# ---- div_array_sequencer ----
<file path="src/rtl/div_array_sequencer.sv">
// div_array_sequencer
// Issue/capture stage around a combinational 16/8 restoring divider array.
// Accepts a dividend/divisor pair on a valid/ready handshake. It screens the
// pair for divide-by-zero and quotient overflow. It then holds the operands on
// the array for SETTLE_CYCLES and captures the quotient and remainder.
// Optional feature: define DIV_RESID_CHECK_EN to build the run-time residual
// check that drives out_err. When the macro is undefined, out_err is tied to 0.
module div_array_sequencer #(
  parameter int SETTLE_CYCLES = 2
) (
  input  logic        clk,
  input  logic        rst,
  input  logic        in_valid,
  output logic        in_ready,
  input  logic [15:0] in_n,
  input  logic [7:0]  in_d,
  output logic [15:0] arr_n,
  output logic [7:0]  arr_d,
  input  logic [7:0]  arr_q,
  input  logic [7:0]  arr_r,
  output logic        out_valid,
  input  logic        out_ready,
  output logic [7:0]  out_q,
  output logic [7:0]  out_r,
  output logic        out_dz,
  output logic        out_ovf,
  output logic        out_err
);

  typedef enum logic [1:0] {
    IDLE   = 2'd0,
    SETTLE = 2'd1,
    HOLD   = 2'd2
  } state_t;

  localparam logic [3:0] CNT_INIT = 4'(SETTLE_CYCLES - 1);

  state_t     state;
  logic [3:0] cnt;
  logic       rdy_p0;   // registered "idle and out of reset" ready
  logic       ovf_p1;   // overflow flag travelling with the operands on the array
  logic       accept;
  logic       dz_c;
  logic       ovf_c;
  logic       err_c;

`ifdef DIV_RESID_CHECK_EN
  // Recombine q*d + r and compare against the dividend in 17 bits.
  // Also flag a remainder that is not strictly below the divisor.
  function automatic logic resid_err(input logic [15:0] n, input logic [7:0] d,
                                     input logic [7:0] q, input logic [7:0] r);
    logic [15:0] prod;
    logic [16:0] recomb;
    prod   = 16'(q) * 16'(d);
    recomb = {1'b0, prod} + {9'b0, r};
    return (recomb != {1'b0, n}) | (r >= d);
  endfunction
`endif

  // Handshake and operand screening; in_ready follows out_ready only in HOLD.
  always_comb begin
    in_ready = rdy_p0 | ((state == HOLD) & out_ready);
    accept   = in_valid & in_ready;
    dz_c     = (in_d == 8'd0);
    ovf_c    = !dz_c && (in_n[15:8] >= in_d);
  end

  // Residual check at capture. Overflowed pairs are skipped, and dz pairs
  // never reach capture.
  always_comb begin
`ifdef DIV_RESID_CHECK_EN
    err_c = ovf_p1 ? 1'b0 : resid_err(arr_n, arr_d, arr_q, arr_r);
`else
    err_c = 1'b0;
`endif
  end

  // Sequencer FSM with all outputs registered.
  always_ff @(posedge clk) begin
    if (rst) begin
      state     <= IDLE;
      cnt       <= 4'd0;
      rdy_p0    <= 1'b0;
      ovf_p1    <= 1'b0;
      arr_n     <= 16'd0;
      arr_d     <= 8'd0;
      out_valid <= 1'b0;
      out_q     <= 8'd0;
      out_r     <= 8'd0;
      out_dz    <= 1'b0;
      out_ovf   <= 1'b0;
      out_err   <= 1'b0;
    end else if (accept) begin
      // Issue: operands onto the array, flags registered with them
      arr_n  <= in_n;
      arr_d  <= in_d;
      ovf_p1 <= ovf_c;
      rdy_p0 <= 1'b0;
      if (dz_c) begin
        state     <= HOLD;
        out_valid <= 1'b1;
        out_q     <= 8'hFF;
        out_r     <= in_n[7:0];
        out_dz    <= 1'b1;
        out_ovf   <= 1'b0;
        out_err   <= 1'b0;
      end else begin
        state     <= SETTLE;
        cnt       <= CNT_INIT;
        out_valid <= 1'b0;
      end
    end else begin
      case (state)
        IDLE: begin
          rdy_p0 <= 1'b1;
        end
        SETTLE: begin
          // Capture: array outputs have settled on the held operands
          if (cnt == 4'd0) begin
            state     <= HOLD;
            out_valid <= 1'b1;
            out_q     <= arr_q;
            out_r     <= arr_r;
            out_dz    <= 1'b0;
            out_ovf   <= ovf_p1;
            out_err   <= err_c;
          end else begin
            cnt <= cnt - 4'd1;
          end
        end
        HOLD: begin
          if (out_ready) begin
            state     <= IDLE;
            out_valid <= 1'b0;
            rdy_p0    <= 1'b1;
          end
        end
        default: begin
          state  <= IDLE;
          rdy_p0 <= 1'b1;
        end
      endcase
    end
  end

endmodule
</file>
<file path="config.mk">
export PLATFORM = sky130hd
export DESIGN_NAME = div_array_sequencer
export DESIGN_NICKNAME = d
export VERILOG_FILES = /design/src/rtl/div_array_sequencer.sv
export SDC_FILE = /design/constraint.sdc
export NUM_CORES = 1
export LEC_CHECK = 0
export CAP_MARGIN = 25
export CORE_UTILIZATION = 33
export DETAILED_ROUTE_END_ITERATION = 8
export SYNTH_ARGS = -nofsm -noshare
export SYNTH_HDL_FRONTEND = slang
export SYNTH_SLANG_ARGS = --single-unit
</file>
<file path="constraint.sdc">
create_clock -name clk -period 2.28 [get_ports clk]
set_input_delay 0.342 -clock clk [delete_from_list [all_inputs] [get_ports clk]]
set_output_delay 0.342 -clock clk [all_outputs]
set_load 0.02 [all_outputs]
</file>
# ---- enc_gray_codec_pipe ----
File: config.mk
export PLATFORM = sky130hd
export DESIGN_NAME = enc_gray_codec_pipe
export DESIGN_NICKNAME = d
export VERILOG_FILES = /design/src/rtl/enc_gray_codec_pipe.sv
export SDC_FILE = /design/constraint.sdc
export NUM_CORES = 1
export LEC_CHECK = 0
export CAP_MARGIN = 20
export CORE_ASPECT_RATIO = 1.1
export CORE_MARGIN = 2
export CORE_UTILIZATION = 30
export CTS_BUF_LIST = sky130_fd_sc_hd__clkbuf_16
export CTS_CLUSTER_DIAMETER = 30
export DETAILED_ROUTE_END_ITERATION = 10
export MAX_ROUTING_LAYER = met4
export SETUP_SLACK_MARGIN = 0.5
export SLEW_MARGIN = 20
export SYNTH_ARGS = -nofsm -noshare
export SYNTH_HDL_FRONTEND = slang
export SYNTH_SLANG_ARGS = --single-unit
File: constraint.sdc
create_clock -name clk -period 1.7 [get_ports clk]
set_clock_uncertainty 0.2 [all_clocks]
set_input_delay 0.51 -clock clk [delete_from_list [all_inputs] [get_ports clk]]
set_output_delay 0.51 -clock clk [all_outputs]
set_load 0.005 [all_outputs]
File: src/rtl/enc_gray_codec_pipe.sv
// Pipelined Gray-code codec: encode, decode, Gray increment and Gray decrement
// on a valid/ready stream, with a STAGES-deep backpressured register pipeline.
module enc_gray_codec_pipe #(
  parameter int unsigned WIDTH  = 10,
  parameter int unsigned STAGES = 2
) (
  input  logic             clk,
  input  logic             rst_n,
  input  logic             in_valid,
  output logic             in_ready,
  input  logic [1:0]       in_mode,
  input  logic [WIDTH-1:0] in_data,
  output logic             out_valid,
  input  logic             out_ready,
  output logic [WIDTH-1:0] out_data,
  output logic [1:0]       out_mode
);

  localparam int unsigned MODE_W = 2;
  localparam logic [MODE_W-1:0] MODE_DEC = 2'b01;
  localparam logic [MODE_W-1:0] MODE_INC = 2'b10;
  localparam logic [MODE_W-1:0] MODE_DCR = 2'b11;

  logic [STAGES-1:0] valid_q;
  logic [WIDTH-1:0]  data_q [STAGES];
  logic [MODE_W-1:0] mode_q [STAGES];
  logic [STAGES-1:0] adv;
  logic [WIDTH-1:0]  in_bin;
  logic [WIDTH-1:0]  result;

  function automatic logic [WIDTH-1:0] bin2gray(input logic [WIDTH-1:0] b);
    return b ^ (b >> 1);
  endfunction

  function automatic logic [WIDTH-1:0] gray2bin(input logic [WIDTH-1:0] g);
    logic [WIDTH-1:0] b;
    b[WIDTH-1] = g[WIDTH-1];
    for (int i = int'(WIDTH) - 2; i >= 0; i--) begin
      b[i] = b[i+1] ^ g[i];
    end
    return b;
  endfunction

  // Operation datapath, evaluated on the word presented at the input
  always_comb begin
    in_bin = gray2bin(in_data);
    result = bin2gray(in_data);
    case (in_mode)
      MODE_DEC: result = in_bin;
      MODE_INC: result = bin2gray(in_bin + WIDTH'(1));
      MODE_DCR: result = bin2gray(in_bin - WIDTH'(1));
      default:  ;
    endcase
  end

  // A stage may load unless it and every stage after it are full and the output is stalled
  always_comb begin
    logic tail_full;
    tail_full = 1'b1;
    adv       = '0;
    for (int k = int'(STAGES) - 1; k >= 0; k--) begin
      tail_full = tail_full & valid_q[k];
      adv[k]    = out_ready | ~tail_full;
    end
  end

  always_ff @(posedge clk or negedge rst_n) begin
    if (!rst_n) begin
      valid_q <= '0;
      for (int k = 0; k < int'(STAGES); k++) begin
        data_q[k] <= '0;
        mode_q[k] <= '0;
      end
    end else begin
      if (adv[0]) begin
        valid_q[0] <= in_valid;
        if (in_valid) begin
          data_q[0] <= result;
          mode_q[0] <= in_mode;
        end
      end
      for (int k = 1; k < int'(STAGES); k++) begin
        if (adv[k]) begin
          valid_q[k] <= valid_q[k-1];
          if (valid_q[k-1]) begin
            data_q[k] <= data_q[k-1];
            mode_q[k] <= mode_q[k-1];
          end
        end
      end
    end
  end

  assign in_ready  = adv[0];
  assign out_valid = valid_q[STAGES-1];
  assign out_data  = data_q[STAGES-1];
  assign out_mode  = mode_q[STAGES-1];

endmodule

div_array_sequencer, track usage over the die:
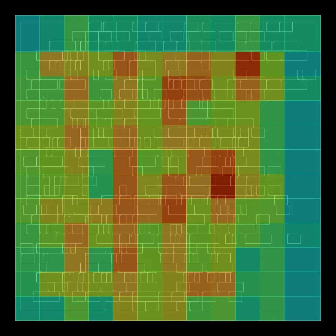
met1 capacity usage during global routing: 0.2411
GR Util met3: 0.03905
met2 usage: 0.2814
gr busiest metal: met2
GRT Util Overall: 0.1777

==> run summary, div_array_sequencer <==
This note records the results obtained with Yosys and OpenROAD.

Outcome
The flow ran to the end, and the final reports show no timing, DRC or antenna violations.

Final layout
The layout-stage area growth over the synthesis result is 45.48%. In the final layout, the share of cells above drive strength 1 is 0.1193. 0 antenna diodes ended up in the layout.

Pwr
The combinational share of power is 0.244. The sequential-cell power consumption is 0.00100 W.

Final timing
The final clock skew is 0.007777 ns. Setup repair after global routing left no endpoint under its margin. Of the available clock period, the critical path in the final layout requires 0.8696. Derived from the worst setup path, the maximum achievable clock frequency is 0.5044 GHz.

The total negative setup slack is 0 ns. The actual slew at the worst max-slew pin is 0.5668 ns. Per the final report, max-transition violations number 0.

Clocking
The total setup buffers inserted after CTS is 0. The registers of the reported paths see a clock transition of 0.09 ns. The root cell of the clock tree is clkbuf_8.

The clock net sink count is 51.

Placed design
Note, the detailed placer reported a final HPWL of 4610 µm. Timing analysis after detailed placement gives a worst setup slack of 0.1198 ns. Per the placement log, port buffering inserted 87 buffers.

Drt
Summed over all nets, wire length on met3 after detailed routing comes to 304 µm. The tally of nets with antenna violations remaining after routing is 0. The total wirelength of the detailed-routed design is 6353 µm.

Logic synthesis
In this run, the synthesized area fraction spent on xor and xnor cells is recorded as 0. The most used flip-flop cell after synthesis is dfxtp_1. The area fraction in mux cells is 0. During synthesis, Yosys emitted a total of 0 warnings. The adder-cell share of the synthesized area is 0.05350. The number of different library cells used by synthesis comes to 51. The post-synthesis sequential element count is 51.

Critical path
The internal reg-to-reg setup slack is 0.44 ns. The OpenROAD report gives the critical path a data arrival time of 1.64 ns.

Flow run
The warning total across the stage logs is 27.
div_array_sequencer: flip-flops by register name, indices dropped and copies added (netlist names):
name       count
arr_n         16
arr_d          8
out_q          8
out_r          8
cnt            4
state          2
out_dz         1
out_ovf        1
out_valid      1
ovf_p1         1
rdy_p0         1
div_array_sequencer: worst max-delay path, stage by stage:
cell and delay [ns]:
clkdlybuf4s50_1 0.52, nand3b_1 0.10, nand2b_1 0.08, clkdlybuf4s50_1 0.60
div_array_sequencer: area by class of cell:
cell class / instances / area share
Clock buffer: 5 / 0.02023
Tap cell: 96 / 0.03531
Sequential cell: 51 / 0.3001
Multi-Input combinational cell: 182 / 0.3369
Inverter: 14 / 0.01545
Clock inverter: 3 / 0.01398
Timing Repair Buffer: 97 / 0.2780
div_array_sequencer: cells in the mapped netlist, drive strengths merged, types with 3 or more instances:
library cell,n
o221ai,8
nor3,9
a21oi,31
o221a,8
nor2,14
nor4,3
buf,11
dfxtp,51
nand2,54
clkbuf,6
inv,13
ha,10
o21ai,8
nand3,3
div_array_sequencer: routing by layer:
metal,track usage,up-vias
met3,0.03905,7
li1,-,1098
met5,0,-
met1,0.2411,983
met4,0.05758,0
met2,0.2814,52
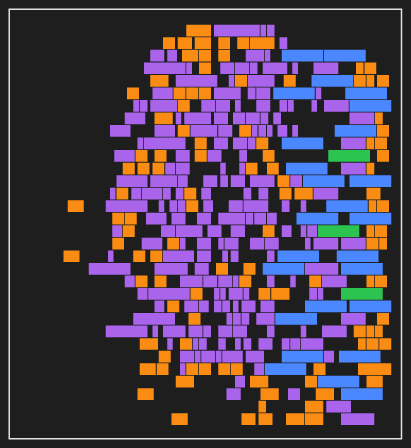
enc_gray_codec_pipe: cell classes on the final placement
Purple marks combinational and other logic, cells 193. Orange marks other buffers and delay cells, cells 112. Blue marks flops, cells 26. Green marks clock drivers, cells 3.

==> run summary, enc_gray_codec_pipe <==
This note records the results obtained with Yosys and OpenROAD.

Final layout
The final report gives the standard cell area, fillers excluded, as 3452 µm². The antenna diode count is 0. The final layout contains 368 nets.

The count of placed standard cells in the final layout, fillers left out is 419. The layout-stage area growth over the synthesis result is 60.22%.

Pwr
The share of total power dissipated in the clock network is 0.140. The cell leakage power is 1.595 nW. The total chip power is 0.003545 W.

The switching portion of total power comes to 0.3297.

Critical path
Together, buffers and inverters on the worst path number 9. The logic depth of the worst register-to-register path is 6. The terminus of the critical flop-to-flop path is data_q[15]. Per STA, the highest per-stage delay on the worst path measures 0.28 ns.

The data arrival time at the worst-slack endpoint is 4.21 ns.

Clocking
The number of cells upsized or downsized after cts is 97. In this run the clock root is driven by a clkbuf_16.

Logic synthesis
Per the synthesis report, the simple-gate share of the synthesized area is 0.1469. The number of different library cells used by synthesis comes to 40. The total cell area reported by yosys after synthesis is 2155 µm².

Floorplan
Row generation in the floorplan step produced 32 rows. From bottom edge to top edge, the die measures 92.88 µm.

Final timing
The worst setup margin is -2.568 ns. Setup repair after global routing could not meet its margin everywhere. The max-slew violation count is 0. For this run, the final setup violation count is recorded as 10.

Drt
The average wire per cell in the routed design is 12.31 µm. Detailed routing inserted a total of 1892 vias. The detailed-route DRC error count is 0.

Worst hold path
The startpoint identified for the worst hold timing path is data_q[19]. The sink of the worst hold path is data_q[19].

Outcome
The flow ran to the end, but the final reports show violations. The final reports fail on setup timing.
==> enc_gray_codec_pipe: sequential cells by signal (all words and copies together) (netlist names) <==
signal,cells
mode_q,2
out_data,10
data_q,10
valid_q,2
out_mode,2
==> enc_gray_codec_pipe: power groups by stage <==
stage / Clock (W) / Sequential (W) / Combinational (W)
floorplan: 0 / 0.000877 / 0.00138
finish: 0.000497 / 0.000877 / 0.00217
global placement: 0 / 0.000894 / 0.00179
detailed placement: 0 / 0.000902 / 0.00182
global route: 0.000527 / 0.000901 / 0.00237
CTS: 0.000512 / 0.000880 / 0.00195
==> enc_gray_codec_pipe: layer usage <==
metal | vias up | share of wire | GRT usage
met5 | - | 0 | -
met4 | 0 | 0.0060 | 0.03836
met3 | 2 | 0.020 | 0.005348
met2 | 24 | 0.56 | 0.2474
met1 | 877 | 0.41 | 0.1540
li1 | 989 | - | -
==> enc_gray_codec_pipe: layout make-up <==
| cell class | instances | share of cell area |
|---|---|---|
| Tap cell | 85 | 0.03081 |
| Clock buffer | 3 | 0.02175 |
| Inverter | 17 | 0.02356 |
| Multi-Input combinational cell | 176 | 0.4730 |
| Timing Repair Buffer | 112 | 0.2624 |
| Sequential cell | 26 | 0.1885 |

==> layout pictures side by side <==
Cell sizes after repair.
shot_01.png
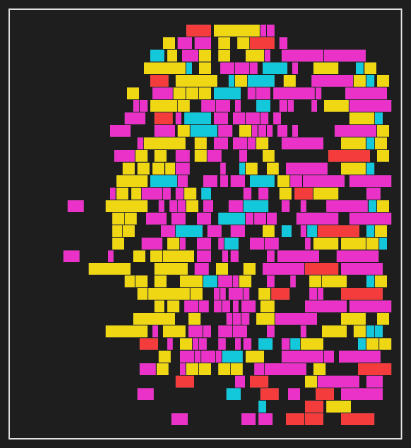
shot_02.png
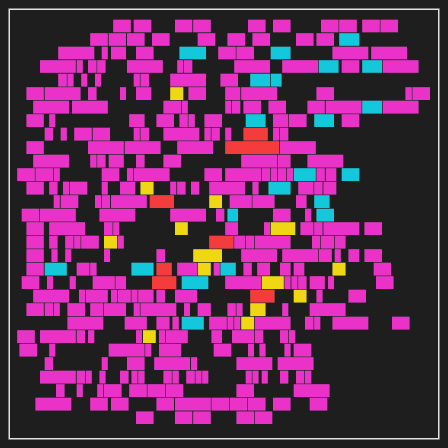
div_array_sequencer -> shot_02.png
enc_gray_codec_pipe -> shot_01.png

Key to shot_02.png:
Magenta marks _0 and _1 cells, cells 310, share 88%, most used clkdlybuf4s50_1. Cyan marks _2 cells, cells 21, share 6.0%, most used o221a_2. Red marks _6 and larger, cells 7, share 2.0%, most used clkbuf_8. Yellow marks _3 and _4 cells, cells 14, share 4.0%, most used buf_4.


# ---- delay_line_meter ----
delay_line_meter, cell classes on the final placement:
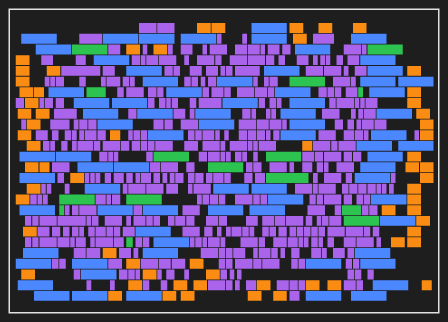
delay_line_meter, local utilization:
11 x 8 tiles, from black (low) to pale yellow (high), 0 to 100% covered.
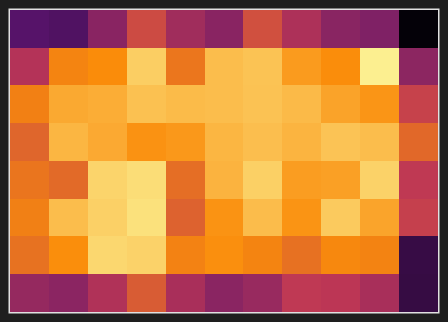
**src/rtl/delay_line_meter.sv**
```systemverilog
`timescale 1ns/1ps
// Round-trip delay meter: toggles inR, times the synchronized echo on outR over
// 2^LOG_RUNS runs and reports the sum, minimum and maximum per-run cycle counts.
module delay_line_meter #(
  parameter int CNT_W    = 16,
  parameter int LOG_RUNS = 2,
  parameter int TMO_CYC  = 1000
) (
  input  logic                      clk,
  input  logic                      rstn,
  input  logic                      start,
  output logic                      inR,
  input  logic                      outR,
  output logic                      busy,
  output logic                      done,
  output logic                      timeout,
  output logic [CNT_W+LOG_RUNS-1:0] sum_cycles,
  output logic [CNT_W-1:0]          min_cycles,
  output logic [CNT_W-1:0]          max_cycles,
  output logic [2:0]                dbg_state_o
);

  localparam logic [2:0] S_IDLE   = 3'd0;
  localparam logic [2:0] S_SETTLE = 3'd1;
  localparam logic [2:0] S_LAUNCH = 3'd2;
  localparam logic [2:0] S_WAIT   = 3'd3;
  localparam logic [2:0] S_DONE   = 3'd4;

  localparam int SUM_W = CNT_W + LOG_RUNS;

  // SETTLE gives up after TMO_CYC cycles; WAIT gives up so that DONE lands
  // exactly TMO_CYC cycles after the LAUNCH cycle.
  localparam logic [CNT_W-1:0] SETTLE_LAST = CNT_W'(TMO_CYC - 1);
  localparam logic [CNT_W-1:0] WAIT_LAST   = CNT_W'(TMO_CYC - 2);

  logic [2:0]          state_q, state_d;
  logic                inr_q, inr_d;
  logic                s1_q, s2_q;
  logic [CNT_W-1:0]    cnt_q, cnt_d;
  logic [LOG_RUNS-1:0] run_q, run_d;
  logic [SUM_W-1:0]    sum_q, sum_d;
  logic [CNT_W-1:0]    min_q, min_d;
  logic [CNT_W-1:0]    max_q, max_d;
  logic                tmo_q, tmo_d;
  logic                match;

  assign match = (s2_q == inr_q);

  always_comb begin
    state_d = state_q;
    inr_d   = inr_q;
    cnt_d   = cnt_q;
    run_d   = run_q;
    sum_d   = sum_q;
    min_d   = min_q;
    max_d   = max_q;
    tmo_d   = tmo_q;
    case (state_q)
      S_IDLE: ;
      S_SETTLE: begin
        if (match) begin
          state_d = S_LAUNCH;
        end else if (cnt_q == SETTLE_LAST) begin
          state_d = S_DONE;
          tmo_d   = 1'b1;
        end else begin
          cnt_d = cnt_q + 1'b1;
        end
      end
      S_LAUNCH: begin
        inr_d   = ~inr_q;
        cnt_d   = '0;
        state_d = S_WAIT;
      end
      S_WAIT: begin
        // cnt_q counts the edges since the toggle on which s2 still lagged.
        if (match) begin
          sum_d = sum_q + SUM_W'(cnt_q);
          if (cnt_q < min_q) min_d = cnt_q;
          if (cnt_q > max_q) max_d = cnt_q;
          run_d   = run_q + LOG_RUNS'(1);
          state_d = (run_d == '0) ? S_DONE : S_LAUNCH;
        end else if (cnt_q == WAIT_LAST) begin
          state_d = S_DONE;
          tmo_d   = 1'b1;
        end else begin
          cnt_d = cnt_q + 1'b1;
        end
      end
      S_DONE:  state_d = S_IDLE;
      default: state_d = S_IDLE;
    endcase
    if (start && (state_q == S_IDLE || state_q == S_DONE)) begin
      state_d = S_SETTLE;
      tmo_d   = 1'b0;
      sum_d   = '0;
      min_d   = '1;
      max_d   = '0;
      run_d   = '0;
      cnt_d   = '0;
    end
  end

  always_ff @(posedge clk or negedge rstn) begin
    if (!rstn) begin
      state_q <= S_IDLE;
      inr_q   <= 1'b0;
      s1_q    <= 1'b0;
      s2_q    <= 1'b0;
      cnt_q   <= '0;
      run_q   <= '0;
      sum_q   <= '0;
      min_q   <= '0;
      max_q   <= '0;
      tmo_q   <= 1'b0;
    end else begin
      state_q <= state_d;
      inr_q   <= inr_d;
      s1_q    <= outR;
      s2_q    <= s1_q;
      cnt_q   <= cnt_d;
      run_q   <= run_d;
      sum_q   <= sum_d;
      min_q   <= min_d;
      max_q   <= max_d;
      tmo_q   <= tmo_d;
    end
  end

  assign inR         = inr_q;
  assign busy        = (state_q == S_SETTLE) || (state_q == S_LAUNCH) || (state_q == S_WAIT);
  assign done        = (state_q == S_DONE);
  assign timeout     = tmo_q;
  assign sum_cycles  = sum_q;
  assign min_cycles  = min_q;
  assign max_cycles  = max_q;
  assign dbg_state_o = state_q;

endmodule

```
**config.mk**
```make
export PLATFORM = sky130hd
export DESIGN_NAME = delay_line_meter
export DESIGN_NICKNAME = d
export VERILOG_FILES = /design/src/rtl/delay_line_meter.sv
export SDC_FILE = /design/constraint.sdc
export NUM_CORES = 1
export LEC_CHECK = 0
export ABC_CLOCK_PERIOD_IN_PS = 5900
export CORE_ASPECT_RATIO = 0.7
export CORE_UTILIZATION = 60
export CTS_CLUSTER_SIZE = 10
export DETAILED_ROUTE_END_ITERATION = 6
export PLACE_DENSITY = 0.91
export SYNTH_ARGS = -nofsm -noshare
export SYNTH_HDL_FRONTEND = slang
export SYNTH_SLANG_ARGS = --single-unit
```
**constraint.sdc**
```tcl
create_clock -name clk -period 5.9 [get_ports clk]
set_input_delay 1.475 -clock clk [delete_from_list [all_inputs] [get_ports clk]]
set_output_delay 1.475 -clock clk [all_outputs]
set_load 0.01 [all_outputs]
```
==> run summary <==
This note records the results obtained with Yosys and OpenROAD.

Clocking
In this run the deepest clock path goes through 2 buffers. TritonCTS built the clock tree. The H-tree was split into 3 levels. The CTS clock-pin slew for the worst setup and hold paths is 0.06 ns.

Final layout
The area occupied by registers is 1877 µm². According to the finish report, the design has a final net count of 620. The number of signal-net buffers in the layout is 64. Leaving out filler cells and counting taps, the final layout contains 667.

The final report gives the core utilization as 0.7607. Per the layout report, the design carries 532 filler cells. The number of clock-tree buffers in the layout is 13.

Ranking logic cells in the layout by count gives the top entries 75 x dfrtp_1, 59 x clkdlybuf4s50_1, 50 x ha_1. Counting the inverters off the clock network in the layout gives 39.

Final timing
The worst hold margin is 0.3624 ns. The minimum clock period after layout is 3.252 ns. The final timing report lists a max-slew violation count of 0.

The upper clock frequency limit is 0.3075 GHz.

Drt
Summed over all nets, wire length on met2 after detailed routing comes to 5719 µm. The detailed router put a total of 5453 µm of wire on met1.

Floorplan
The initial utilization of the core area, before any placement, comes to 0.6357. The flow inserted 98 tap cells. The chip height is 76.66 µm.

The die width is 108.7 µm.

Pwr
The net switching component of the power is 0.001066 W. The switching portion of total power is 0.4101. The share of power burned in the clock network is 0.212.

Logic synthesis
The adder-cell share of the synthesized area is 0.1351. Among all flip-flop cells after synthesis, the most frequent one is dfrtp_1. The total cell area reported by yosys after synthesis is 4777 µm². Yosys mapped a number of flops with a built-in enable equal to 0.

Global route
The via count of the first global-routing pass is 4173. The busiest layer in global routing is met2.

Critical path
The worst register-to-register path has a depth of 9.

Outcome
The run finished with clean final reports.

Worst hold path
The startpoint of the worst hold path is s1_q.
About 'cell classes on the final placement' of delay_line_meter:
Blue marks flops, cells 75. Purple marks combinational and other logic, cells 415. Green marks clock drivers and dummy loads, cells 15. Orange marks other buffers and delay cells, cells 64.

About 'local utilization' of delay_line_meter:
1.1% of the tiles are nearly empty. 49% of the tiles are over 75% full. The mean over all tiles is 67%.

[cells in the mapped netlist, types with 2 or more instances]
cell type  instances  area share
ha_1              50        0.13
and4_1             2      0.0037
a31oi_1           16       0.021
and3_1             3      0.0039
nor2b_1            2      0.0026
a21o_1             7       0.011
o31ai_1            2      0.0031
o211ai_1           6      0.0094
nor3_1            20       0.021
nor4_1             4      0.0052
a311oi_1           2      0.0037
o21ai_1           26       0.027
mux2i_1            4      0.0084
o21ai_0            9      0.0094
a211oi_1           3      0.0047
nor2_1            32       0.025
buf_1              4      0.0031
clkbuf_1          14       0.011
inv_1             38       0.030
nand3_1           30       0.031
and2_1             6      0.0079
xor2_1             6       0.011
nor4_2             5       0.013
nand4_1            9       0.012
xnor2_1           16       0.029
a22o_1            15       0.028
or3_1              7      0.0092
nand2_1           37       0.029
dfrtp_1           75        0.39
nand2b_1           5      0.0065
a21oi_1           31       0.032
buf_2              4      0.0042
[worst max-delay path, cell delays in order]
cell,delay (ns)
clkdlybuf4s50_1,0.48
nand2b_1,0.10
a21oi_4,0.46
o32ai_2,0.17
buf_4,0.25
nor4_2,0.23
xnor2_1,0.20
nor2_1,0.07


==> gallery <==
Register map, names as in the netlist.
Other sequential cells in the stronger grey, the rest of the logic in the fainter grey.
(a)
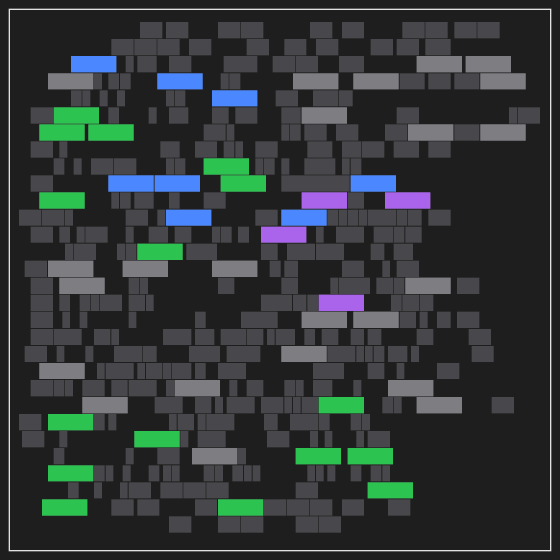
(b)
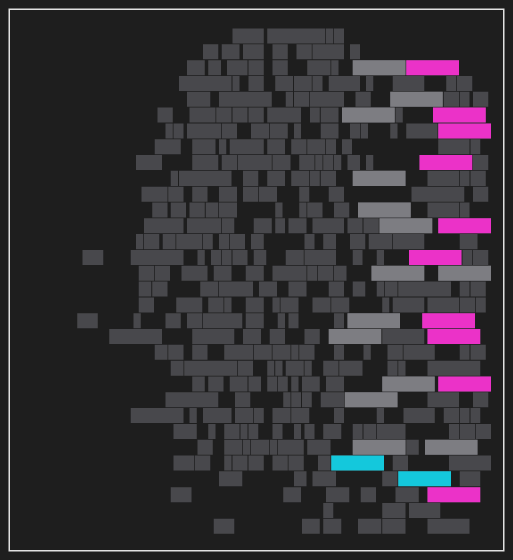
(c)
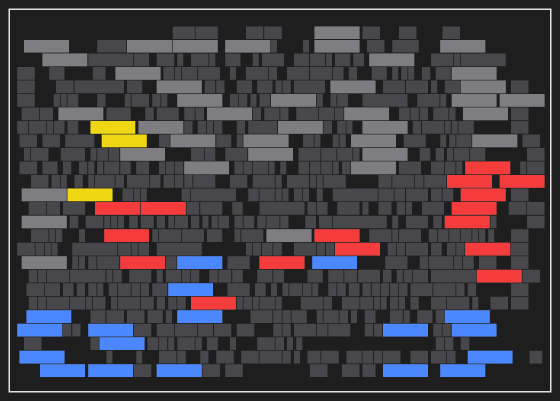
div_array_sequencer is (a).
enc_gray_codec_pipe is (b).
delay_line_meter is (c).

Power and IR drop assume default switching activity.
